# block 1

==> block_1/met4.png <==
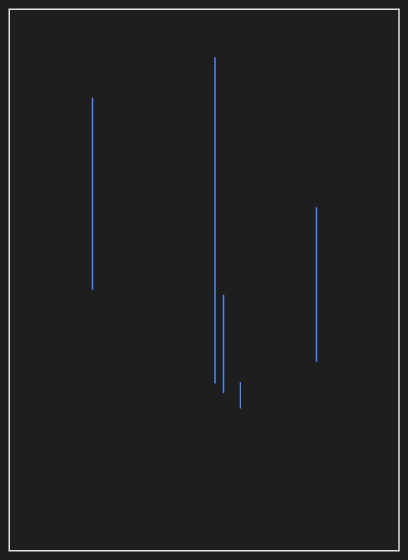

$ cat src/rtl/video_shift_rx.sv
// video_shift_rx: receiving end of the HACK serial video link.
// Synchronises the asynchronous link wires (s_clk, s_data, s_reset) into the
// local clock domain and deserialises the MSB-first bit stream into screen
// words. Each completed word is emitted with its screen word address.
module video_shift_rx #(
    parameter  int WORD_W      = 16,
    parameter  int FRAME_WORDS = 8192,
    parameter  int SYNC_STAGES = 2,
    localparam int ADDR_W      = $clog2(FRAME_WORDS)
) (
    input  logic              clk,
    input  logic              reset,
    input  logic              s_clk,
    input  logic              s_data,
    input  logic              s_reset,
    output logic [WORD_W-1:0] word_data,
    output logic [ADDR_W-1:0] word_addr,
    output logic              word_valid,
    output logic              frame_done,
    output logic              sync_err,
    output logic              locked
);

    localparam int CNT_W = $clog2(WORD_W + 1);
    localparam logic [CNT_W-1:0]  FULL_CNT  = CNT_W'(WORD_W);
    localparam logic [ADDR_W-1:0] LAST_ADDR = ADDR_W'(FRAME_WORDS - 1);

    typedef enum logic {
        ST_UNLOCKED,
        ST_RECV
    } state_t;

    state_t state_q, state_d;

    logic [SYNC_STAGES-1:0] clk_sync;
    logic [SYNC_STAGES-1:0] data_sync;
    logic [SYNC_STAGES-1:0] rst_sync;
    logic                   prev_clk;
    logic                   prev_srst;

    logic [WORD_W-1:0]      shreg;
    logic [CNT_W-1:0]       bit_cnt;
    logic [ADDR_W-1:0]      addr;

    logic lnk_clk, lnk_data, lnk_rst;
    logic rise, srst_rise, srst_fall;
    logic in_sync, do_shift, word_done, sync_err_d, lock_set;
    logic [CNT_W-1:0] bit_cnt_d;

    assign lnk_clk   = clk_sync[SYNC_STAGES-1];
    assign lnk_data  = data_sync[SYNC_STAGES-1];
    assign lnk_rst   = rst_sync[SYNC_STAGES-1];
    assign rise      = lnk_clk & ~prev_clk;
    assign srst_rise = lnk_rst & ~prev_srst;
    assign srst_fall = ~lnk_rst & prev_srst;

    // Input synchronisers plus the one-flop history used for edge detection.
    // NOTE: sequential state uses non-blocking assignments so every flop samples
    // the pre-edge value of its neighbours, which is what makes a chain a chain.
    always_ff @(posedge clk) begin
        if (reset) begin
            clk_sync  <= '0;
            data_sync <= '0;
            rst_sync  <= '0;
            prev_clk  <= 1'b0;
            prev_srst <= 1'b0;
        end else begin
            clk_sync  <= {clk_sync[SYNC_STAGES-2:0], s_clk};
            data_sync <= {data_sync[SYNC_STAGES-2:0], s_data};
            rst_sync  <= {rst_sync[SYNC_STAGES-2:0], s_reset};
            prev_clk  <= lnk_clk;
            prev_srst <= lnk_rst;
        end
    end

    // State register.
    always_ff @(posedge clk) begin
        if (reset) state_q <= ST_UNLOCKED;
        else       state_q <= state_d;
    end

    // Next state and per-cycle datapath decode.
    // NOTE: every signal driven here gets a default first, so no path can leave
    // one unassigned and infer a latch.
    always_comb begin
        state_d    = state_q;
        in_sync    = 1'b0;
        do_shift   = 1'b0;
        word_done  = 1'b0;
        sync_err_d = 1'b0;
        lock_set   = 1'b0;
        bit_cnt_d  = bit_cnt;
        case (state_q)
            ST_UNLOCKED: begin
                // Link bits are meaningless until the first frame sync.
                if (lnk_rst) state_d = ST_RECV;
            end
            ST_RECV: begin
                lock_set = srst_fall;
                if (lnk_rst) begin
                    // Sync wins over a coincident rise; a pending partial word
                    // is dropped and flagged.
                    in_sync    = 1'b1;
                    sync_err_d = srst_rise && (bit_cnt != '0);
                end else begin
                    word_done = (bit_cnt == FULL_CNT);
                    do_shift  = rise;
                    if (word_done) bit_cnt_d = '0;
                    if (do_shift)  bit_cnt_d = bit_cnt_d + 1'b1;
                end
            end
            default: state_d = ST_UNLOCKED;
        endcase
    end

    // Shift register, counters and output registers.
    always_ff @(posedge clk) begin
        if (reset) begin
            shreg      <= '0;
            bit_cnt    <= '0;
            addr       <= '0;
            word_data  <= '0;
            word_addr  <= '0;
            word_valid <= 1'b0;
            frame_done <= 1'b0;
            sync_err   <= 1'b0;
            locked     <= 1'b0;
        end else begin
            word_valid <= 1'b0;
            frame_done <= 1'b0;
            sync_err   <= sync_err_d;
            if (lock_set) locked <= 1'b1;
            if (in_sync) begin
                shreg   <= '0;
                bit_cnt <= '0;
                addr    <= '0;
            end else if (state_q == ST_RECV) begin
                if (word_done) begin
                    word_data  <= shreg;
                    word_addr  <= addr;
                    word_valid <= 1'b1;
                    frame_done <= (addr == LAST_ADDR);
                    addr       <= (addr == LAST_ADDR) ? '0 : addr + 1'b1;
                end
                if (do_shift) shreg <= {shreg[WORD_W-2:0], lnk_data};
                bit_cnt <= bit_cnt_d;
            end
        end
    end

endmodule

$ cat config.mk
export PLATFORM = sky130hd
export DESIGN_NAME = video_shift_rx
export DESIGN_NICKNAME = d
export VERILOG_FILES = /design/src/rtl/video_shift_rx.sv
export SDC_FILE = /design/constraint.sdc
export NUM_CORES = 1
export LEC_CHECK = 0
export ABC_AREA = 1
export CAP_MARGIN = 20
export CORE_ASPECT_RATIO = 1.4
export CORE_UTILIZATION = 30
export DETAILED_ROUTE_END_ITERATION = 8
export GPL_TIMING_DRIVEN = 0
export SLEW_MARGIN = 10
export SYNTH_ARGS = -nofsm -noshare
export SYNTH_HDL_FRONTEND = slang
export SYNTH_SLANG_ARGS = --single-unit
$ cat constraint.sdc
create_clock -name clk -period 1.38 [get_ports clk]
set_input_delay 0.276 -clock clk [delete_from_list [all_inputs] [get_ports clk]]
set_output_delay 0.276 -clock clk [all_outputs]
set_load 0.01 [all_outputs]
# block 2

--- src/rtl/io_bus_arbiter_if.sv ---
// Handshake and shared-bus signals between the two requesters, the memory side and the arbiter.
// The slave modport is the arbiter's view; master is the requester/memory side.
interface io_bus_arbiter_if;
  logic        i_m0_req;
  logic        i_m1_req;
  logic        i_m0_we;
  logic        i_m1_we;
  logic [31:0] i_m0_addr;
  logic [31:0] i_m1_addr;
  logic [31:0] i_m0_wdata;
  logic [31:0] i_m1_wdata;
  logic [3:0]  i_m0_bmask;
  logic [3:0]  i_m1_bmask;
  logic        o_m0_gnt;
  logic        o_m1_gnt;
  logic        o_m0_rvalid;
  logic        o_m1_rvalid;
  logic [31:0] o_m0_rdata;
  logic [31:0] o_m1_rdata;
  logic        o_mem_en;
  logic        o_mem_we;
  logic [31:0] o_mem_addr;
  logic [31:0] o_mem_wdata;
  logic [3:0]  o_mem_bmask;
  logic [31:0] i_mem_rdata;
  logic        o_busy;

  modport slave (
    input  i_m0_req, i_m1_req, i_m0_we, i_m1_we,
    input  i_m0_addr, i_m1_addr, i_m0_wdata, i_m1_wdata,
    input  i_m0_bmask, i_m1_bmask, i_mem_rdata,
    output o_m0_gnt, o_m1_gnt, o_m0_rvalid, o_m1_rvalid,
    output o_m0_rdata, o_m1_rdata, o_mem_en, o_mem_we,
    output o_mem_addr, o_mem_wdata, o_mem_bmask, o_busy
  );

  modport master (
    output i_m0_req, i_m1_req, i_m0_we, i_m1_we,
    output i_m0_addr, i_m1_addr, i_m0_wdata, i_m1_wdata,
    output i_m0_bmask, i_m1_bmask, i_mem_rdata,
    input  o_m0_gnt, o_m1_gnt, o_m0_rvalid, o_m1_rvalid,
    input  o_m0_rdata, o_m1_rdata, o_mem_en, o_mem_we,
    input  o_mem_addr, o_mem_wdata, o_mem_bmask, o_busy
  );
endinterface

--- src/rtl/io_bus_arbiter.sv ---
// Two-requester round-robin arbiter/sequencer for the shared load/store bus; one transaction at a time.
// State | meaning: IDLE arbitrate | ISSUE bus strobe + grant | WAIT read latency | RESP return read data.
module io_bus_arbiter #(
  parameter int unsigned READ_LAT = 1
) (
  input  logic            i_clk,
  input  logic            i_reset,
  io_bus_arbiter_if.slave bus
);

  typedef enum logic [1:0] {
    ST_IDLE  = 2'd0,
    ST_ISSUE = 2'd1,
    ST_WAIT  = 2'd2,
    ST_RESP  = 2'd3
  } state_e;

  state_e      state_q, state_d;
  logic [2:0]  cnt_q, cnt_d;
  logic        last_q, last_d;
  logic        win_q, win_d;
  logic        we_q, we_d;
  logic [31:0] addr_q, addr_d;
  logic [31:0] wdata_q, wdata_d;
  logic [3:0]  bmask_q, bmask_d;
  logic [31:0] rdata0_q, rdata0_d;
  logic [31:0] rdata1_q, rdata1_d;
  logic        gnt0_q, gnt0_d;
  logic        gnt1_q, gnt1_d;
  logic        rvalid0_q, rvalid0_d;
  logic        rvalid1_q, rvalid1_d;
  logic        mem_en_q, mem_en_d;
  logic        mem_we_q, mem_we_d;
  logic        busy_q, busy_d;

  always_comb begin
    state_d  = state_q;
    cnt_d    = cnt_q;
    last_d   = last_q;
    win_d    = win_q;
    we_d     = we_q;
    addr_d   = addr_q;
    wdata_d  = wdata_q;
    bmask_d  = bmask_q;
    rdata0_d = rdata0_q;
    rdata1_d = rdata1_q;

    case (state_q)
      ST_IDLE: begin
        if (bus.i_m0_req || bus.i_m1_req) begin
          // last_q = 1 means m1 was granted most recently, so m0 wins a tie
          if (bus.i_m0_req && bus.i_m1_req) begin
            win_d = ~last_q;
          end else begin
            win_d = bus.i_m1_req;
          end
          last_d  = win_d;
          we_d    = win_d ? bus.i_m1_we    : bus.i_m0_we;
          addr_d  = win_d ? bus.i_m1_addr  : bus.i_m0_addr;
          wdata_d = win_d ? bus.i_m1_wdata : bus.i_m0_wdata;
          bmask_d = win_d ? bus.i_m1_bmask : bus.i_m0_bmask;
          state_d = ST_ISSUE;
        end
      end
      ST_ISSUE: begin
        if (we_q) begin
          state_d = ST_IDLE;
        end else begin
          cnt_d   = 3'(READ_LAT);
          state_d = ST_WAIT;
        end
      end
      ST_WAIT: begin
        if (cnt_q != 3'd0) begin
          cnt_d = cnt_q - 3'd1;
        end
        if (cnt_q <= 3'd1) begin
          if (win_q) begin
            rdata1_d = bus.i_mem_rdata;
          end else begin
            rdata0_d = bus.i_mem_rdata;
          end
          state_d = ST_RESP;
        end
      end
      ST_RESP: begin
        state_d = ST_IDLE;
      end
      default: begin
        state_d = ST_IDLE;
      end
    endcase

    // Outputs are registered decodes of the next state so every strobe comes straight from a flop
    mem_en_d  = (state_d == ST_ISSUE);
    mem_we_d  = mem_en_d & we_d;
    gnt0_d    = mem_en_d & ~win_d;
    gnt1_d    = mem_en_d & win_d;
    rvalid0_d = (state_d == ST_RESP) & ~win_d;
    rvalid1_d = (state_d == ST_RESP) & win_d;
    busy_d    = (state_d != ST_IDLE);
  end

  always_ff @(posedge i_clk or negedge i_reset) begin
    if (!i_reset) begin
      state_q   <= ST_IDLE;
      cnt_q     <= 3'd0;
      last_q    <= 1'b1;
      win_q     <= 1'b0;
      we_q      <= 1'b0;
      addr_q    <= 32'd0;
      wdata_q   <= 32'd0;
      bmask_q   <= 4'd0;
      rdata0_q  <= 32'd0;
      rdata1_q  <= 32'd0;
      gnt0_q    <= 1'b0;
      gnt1_q    <= 1'b0;
      rvalid0_q <= 1'b0;
      rvalid1_q <= 1'b0;
      mem_en_q  <= 1'b0;
      mem_we_q  <= 1'b0;
      busy_q    <= 1'b0;
    end else begin
      state_q   <= state_d;
      cnt_q     <= cnt_d;
      last_q    <= last_d;
      win_q     <= win_d;
      we_q      <= we_d;
      addr_q    <= addr_d;
      wdata_q   <= wdata_d;
      bmask_q   <= bmask_d;
      rdata0_q  <= rdata0_d;
      rdata1_q  <= rdata1_d;
      gnt0_q    <= gnt0_d;
      gnt1_q    <= gnt1_d;
      rvalid0_q <= rvalid0_d;
      rvalid1_q <= rvalid1_d;
      mem_en_q  <= mem_en_d;
      mem_we_q  <= mem_we_d;
      busy_q    <= busy_d;
    end
  end

  assign bus.o_m0_gnt    = gnt0_q;
  assign bus.o_m1_gnt    = gnt1_q;
  assign bus.o_m0_rvalid = rvalid0_q;
  assign bus.o_m1_rvalid = rvalid1_q;
  assign bus.o_m0_rdata  = rdata0_q;
  assign bus.o_m1_rdata  = rdata1_q;
  assign bus.o_mem_en    = mem_en_q;
  assign bus.o_mem_we    = mem_we_q;
  assign bus.o_mem_addr  = addr_q;
  assign bus.o_mem_wdata = wdata_q;
  assign bus.o_mem_bmask = bmask_q;
  assign bus.o_busy      = busy_q;

endmodule

--- src/flat_wrapper.sv ---
// flat-port wrapper written by rule: the top's interface ports become plain ports
module io_bus_arbiter_flat 
#(
  parameter int unsigned READ_LAT = 1
)
  (i_clk, i_reset, bus_i_m0_req, bus_i_m1_req, bus_i_m0_we, bus_i_m1_we, bus_i_m0_addr, bus_i_m1_addr, bus_i_m0_wdata, bus_i_m1_wdata, bus_i_m0_bmask, bus_i_m1_bmask, bus_i_mem_rdata, bus_o_m0_gnt, bus_o_m1_gnt, bus_o_m0_rvalid, bus_o_m1_rvalid, bus_o_m0_rdata, bus_o_m1_rdata, bus_o_mem_en, bus_o_mem_we, bus_o_mem_addr, bus_o_mem_wdata, bus_o_mem_bmask, bus_o_busy);
  io_bus_arbiter_if bus_i ();
  input  logic i_clk;
  input  logic i_reset;
  input wire logic [$bits(bus_i.i_m0_req)-1:0] bus_i_m0_req;
  input wire logic [$bits(bus_i.i_m1_req)-1:0] bus_i_m1_req;
  input wire logic [$bits(bus_i.i_m0_we)-1:0] bus_i_m0_we;
  input wire logic [$bits(bus_i.i_m1_we)-1:0] bus_i_m1_we;
  input wire logic [$bits(bus_i.i_m0_addr)-1:0] bus_i_m0_addr;
  input wire logic [$bits(bus_i.i_m1_addr)-1:0] bus_i_m1_addr;
  input wire logic [$bits(bus_i.i_m0_wdata)-1:0] bus_i_m0_wdata;
  input wire logic [$bits(bus_i.i_m1_wdata)-1:0] bus_i_m1_wdata;
  input wire logic [$bits(bus_i.i_m0_bmask)-1:0] bus_i_m0_bmask;
  input wire logic [$bits(bus_i.i_m1_bmask)-1:0] bus_i_m1_bmask;
  input wire logic [$bits(bus_i.i_mem_rdata)-1:0] bus_i_mem_rdata;
  output wire logic [$bits(bus_i.o_m0_gnt)-1:0] bus_o_m0_gnt;
  output wire logic [$bits(bus_i.o_m1_gnt)-1:0] bus_o_m1_gnt;
  output wire logic [$bits(bus_i.o_m0_rvalid)-1:0] bus_o_m0_rvalid;
  output wire logic [$bits(bus_i.o_m1_rvalid)-1:0] bus_o_m1_rvalid;
  output wire logic [$bits(bus_i.o_m0_rdata)-1:0] bus_o_m0_rdata;
  output wire logic [$bits(bus_i.o_m1_rdata)-1:0] bus_o_m1_rdata;
  output wire logic [$bits(bus_i.o_mem_en)-1:0] bus_o_mem_en;
  output wire logic [$bits(bus_i.o_mem_we)-1:0] bus_o_mem_we;
  output wire logic [$bits(bus_i.o_mem_addr)-1:0] bus_o_mem_addr;
  output wire logic [$bits(bus_i.o_mem_wdata)-1:0] bus_o_mem_wdata;
  output wire logic [$bits(bus_i.o_mem_bmask)-1:0] bus_o_mem_bmask;
  output wire logic [$bits(bus_i.o_busy)-1:0] bus_o_busy;
  assign bus_i.i_m0_req = bus_i_m0_req;
  assign bus_i.i_m1_req = bus_i_m1_req;
  assign bus_i.i_m0_we = bus_i_m0_we;
  assign bus_i.i_m1_we = bus_i_m1_we;
  assign bus_i.i_m0_addr = bus_i_m0_addr;
  assign bus_i.i_m1_addr = bus_i_m1_addr;
  assign bus_i.i_m0_wdata = bus_i_m0_wdata;
  assign bus_i.i_m1_wdata = bus_i_m1_wdata;
  assign bus_i.i_m0_bmask = bus_i_m0_bmask;
  assign bus_i.i_m1_bmask = bus_i_m1_bmask;
  assign bus_i.i_mem_rdata = bus_i_mem_rdata;
  assign bus_o_m0_gnt = bus_i.o_m0_gnt;
  assign bus_o_m1_gnt = bus_i.o_m1_gnt;
  assign bus_o_m0_rvalid = bus_i.o_m0_rvalid;
  assign bus_o_m1_rvalid = bus_i.o_m1_rvalid;
  assign bus_o_m0_rdata = bus_i.o_m0_rdata;
  assign bus_o_m1_rdata = bus_i.o_m1_rdata;
  assign bus_o_mem_en = bus_i.o_mem_en;
  assign bus_o_mem_we = bus_i.o_mem_we;
  assign bus_o_mem_addr = bus_i.o_mem_addr;
  assign bus_o_mem_wdata = bus_i.o_mem_wdata;
  assign bus_o_mem_bmask = bus_i.o_mem_bmask;
  assign bus_o_busy = bus_i.o_busy;
  io_bus_arbiter #(.READ_LAT(READ_LAT)) u_core (.i_clk(i_clk), .i_reset(i_reset), .bus(bus_i));
endmodule
--- config.mk ---
export PLATFORM = sky130hd
export DESIGN_NAME = io_bus_arbiter_flat
export DESIGN_NICKNAME = d
export VERILOG_FILES = /design/src/rtl/io_bus_arbiter_if.sv /design/src/rtl/io_bus_arbiter.sv /design/src/flat_wrapper.sv
export SDC_FILE = /design/constraint.sdc
export NUM_CORES = 1
export LEC_CHECK = 0
export CAP_MARGIN = 10
export CELL_PAD_IN_SITES_DETAIL_PLACEMENT = 1
export CELL_PAD_IN_SITES_GLOBAL_PLACEMENT = 2
export CORE_AREA = 2 2 165 167
export CTS_CLUSTER_SIZE = 28
export DETAILED_ROUTE_END_ITERATION = 16
export DIE_AREA = 0 0 167 169
export PLACE_DENSITY = 0.79
export SYNTH_ARGS = -nofsm -noshare
export SYNTH_HDL_FRONTEND = slang
export SYNTH_SLANG_ARGS = --single-unit
export TNS_END_PERCENT = 50
--- constraint.sdc ---
create_clock -name i_clk -period 2.1 [get_ports i_clk]
set_clock_uncertainty 0.1 [all_clocks]
set_input_delay 0.21 -clock i_clk [delete_from_list [all_inputs] [get_ports i_clk]]
set_output_delay 0.21 -clock i_clk [all_outputs]
set_load 0.1 [all_outputs]
==> block_1/met2.png <==
The bar under the picture is 20 µm long.
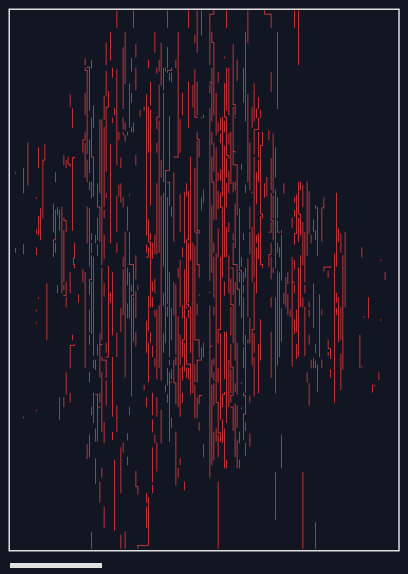
share of all routed wire: 52%
longest straight run: 40.1 µm
DR vias: 2641
routed wire length: 7.331 mm
met2 global-route usage: 0.2551

Notes on block_1/met4.png above:
wire length on this layer: 172 µm
nets with wire on the layer: 4
main direction: vertical
share of all routed wire: 2.4%
longest straight run: 70.7 µm

==> commit_impl_results.txt, block 1 <==
Refresh implementation metrics

* Result of the run: complete, but fails checks
* Violated checks: design-rule violations, negative setup slack
* Top-level port count: 38
- Iteration-0 DRC count of the detailed router: 136
* Setup-failing EPs final: 31
* Number of DRC violations after detailed routing: 2
- Cell occurring most often along the worst timing path: sky130_fd_sc_hd__buf_12
* Source of the worst hold timing path: rst_sync[0]$_SDFF_PP0_
* Crit path time final: 1.432 ns
* Endpoint of the worst hold-timing path: rst_sync[1]$_SDFF_PP0_
* Final critical-path setup slack: -0.05224 ns
- Inverters: 31
- Remaining global-route overflow: 0
- Critical path launch point type: flop
- For this design, the slowest cell found on the critical path is sky130_fd_sc_hd__dfxtp_2.
- Area figure in the yosys stat output: 2859 µm²
- Total of buffers placed on input and output ports: 36
- Clock tree from TritonCTS: yes
* Number of nets in the layout: roughly 450
- At the worst endpoint, the arrival time is 1.69 ns.
- Clock network contribution to total cell area: 0.06116
- Clock buffer cells: 11
* Seq cells: around 76
[block 1: routing by layer]
metal / GRT usage / share of wire / vias up
met1: 0.1794 / 0.42 / 1247
li1: - / - / 1334
met2: 0.2551 / 0.52 / 46
met3: 0.03296 / 0.032 / 14
met5: 0 / 0 / -
met4: 0.08157 / 0.023 / 0
[block 1: critical path, delay by kind of cell (launching register included)]
kind / cells / cell delay (ns)
buffers and inverters: 4 / 0.52
and+or+nand+nor: 3 / 0.38
DFF: 1 / 0.34
AOI/OAI and AO/OA: 1 / 0.13
[block 1: metrics by stage]
step                instance area (µm²)  utilization  std cells
CTS                                4036       0.4420        546
global route                       4214       0.4615        551
global placement                   3367       0.3687        515
detailed placement                 3367       0.3687        515
floorplan                          2873            -        372
finish                             4214       0.4615        551
==> block_2/met2.png <==
The bar under the picture is 50 µm long.
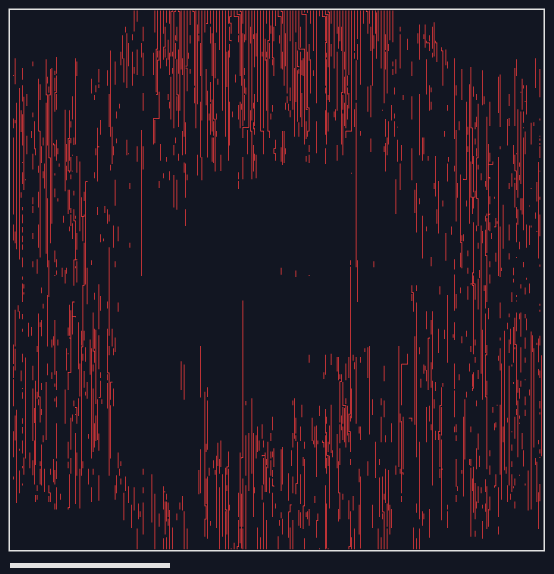
nets with wire on the layer: 905
share of all routed wire: 48%
longest straight run: 55.6 µm
main direction: vertical
DR vias: 5068
met2 global-route usage: 0.2337
routed wire length: 19.72 mm

==> commit_impl_results.txt, block 2 <==
Refresh implementation metrics

* Hold-fix buffer count after cts: 1
- Looking at the max-slew report, the worst-margin pin has a slew of 0.5259 ns.
- Across every metal layer, demand over resource in global routing totals 0.1403.
- Sorting the Yosys area breakdown by cell type puts at the top sky130_fd_sc_hd__dfrtp_1.
- The worst setup path is captured at a flop.
* Dominant comb cell: multiplexers
- The stage logs contain a warning count of 31.
* Area share of buffers outside the clock network: 0.3047
- For this run, global-route usage on met1 was measured as 0.1753.
* Slew HR: 0.6494
- Data on the critical path is required at its endpoint by approximately 2.3 ns.
- After filler insertion, the fill cell instance count of the layout stands at 2923.
- Routed signal wires occupy layers up through met4.
- Final GP Congestion: 0.7418
- Per the detail_route log, met2 wirelength is roughly 9.5 mm.
* Highest-delay cell along the critical path: sky130_fd_sc_hd__dfrtp_1
* MUX share of area: 0.2246
- The number of global-route vias before repair was 5437.
- Die Width: 167 µm
- Post-synthesis cell area: 6240 µm²
- The clock reaches the later pin of the worst-skew pair after 0.42 ns.
* Total of plain and repair buffers excluding clock buffers: 343
- TritonRoute output was used to compute an average wire per cell of ~17 µm.
* Result of the run: finished, final reports clean
* Yosys cell types: 35
- In the final layout, the share of cells above drive strength 1 is 0.3114.
- Compound Share, Synth: 0.07580
- Post-route period utilization is reported as 0.9069.
- Met3 WL: 1.571 mm
==> block 2: sequential cells by signal (all words and copies together), names as in the netlist, 2 cells and up <==
register	cells
u_core.bus.o_m1_rdata	32
u_core.state_q	2
u_core.bus.o_mem_bmask	4
u_core.cnt_q	3
u_core.bus.o_mem_wdata	32
u_core.bus.o_mem_addr	32
u_core.bus.o_m0_rdata	32
==> block 2: worst reg2reg max path: stages (launching register included) <==
cell                       delay, ns
sky130_fd_sc_hd__dfrtp_1        0.39
sky130_fd_sc_hd__inv_1          0.09
sky130_fd_sc_hd__ha_1           0.14
sky130_fd_sc_hd__o21bai_1       0.15
sky130_fd_sc_hd__nand3_1        0.15
sky130_fd_sc_hd__nor2_2         0.16
sky130_fd_sc_hd__buf_12         0.23
sky130_fd_sc_hd__mux2_2         0.37

## Gallery

Signal wires on met3.
image #1
The bar under the picture is 20 µm long.
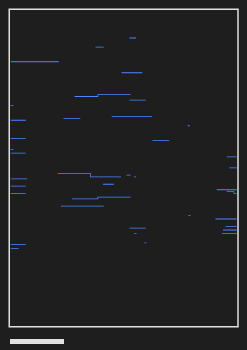
image #2
The bar under the picture is 50 µm long.
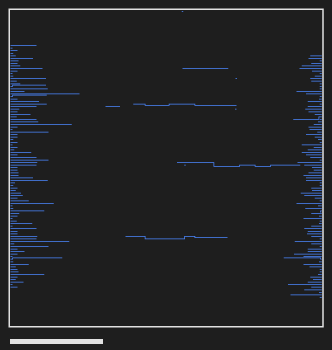
Image #2 comes from block 2.
Image #1 comes from block 1.
- largest die: image #2



==> screenshots <==
The metal 1 layer.
Cells faint in the background.
picture 1
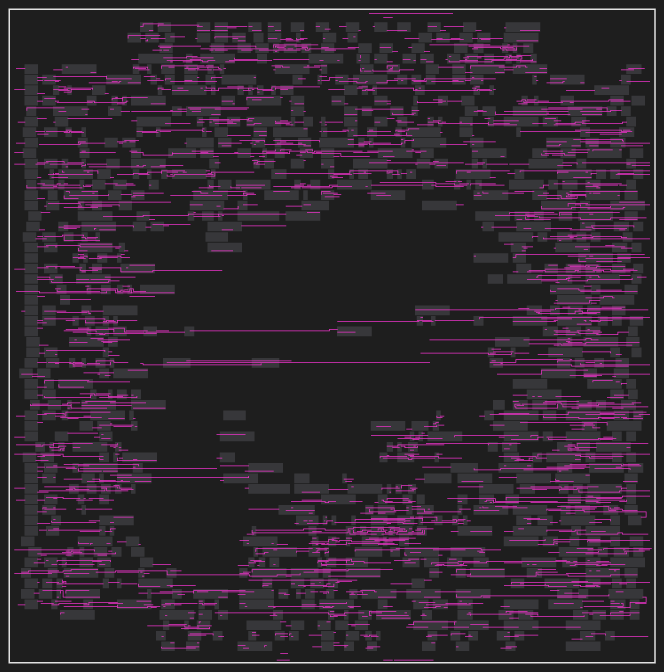
picture 2
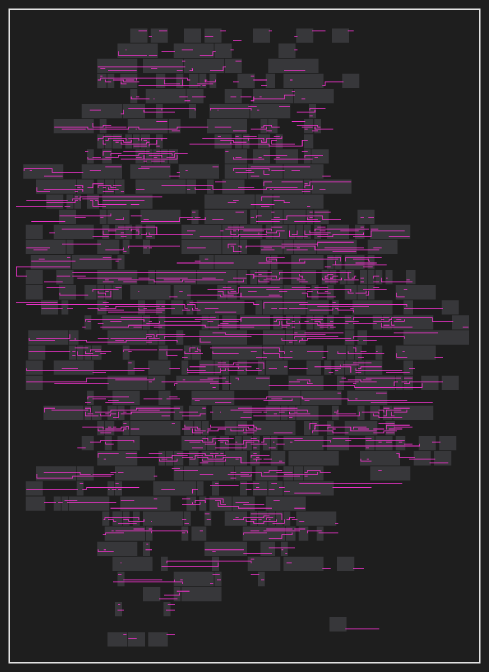
- block 1 = picture 2
- block 2 = picture 1

Key to picture 1:
wire length on this layer: 8510 µm
main direction: horizontal
nets with wire on the layer: 864
longest straight run: 68.1 µm
share of all routed wire: 43%

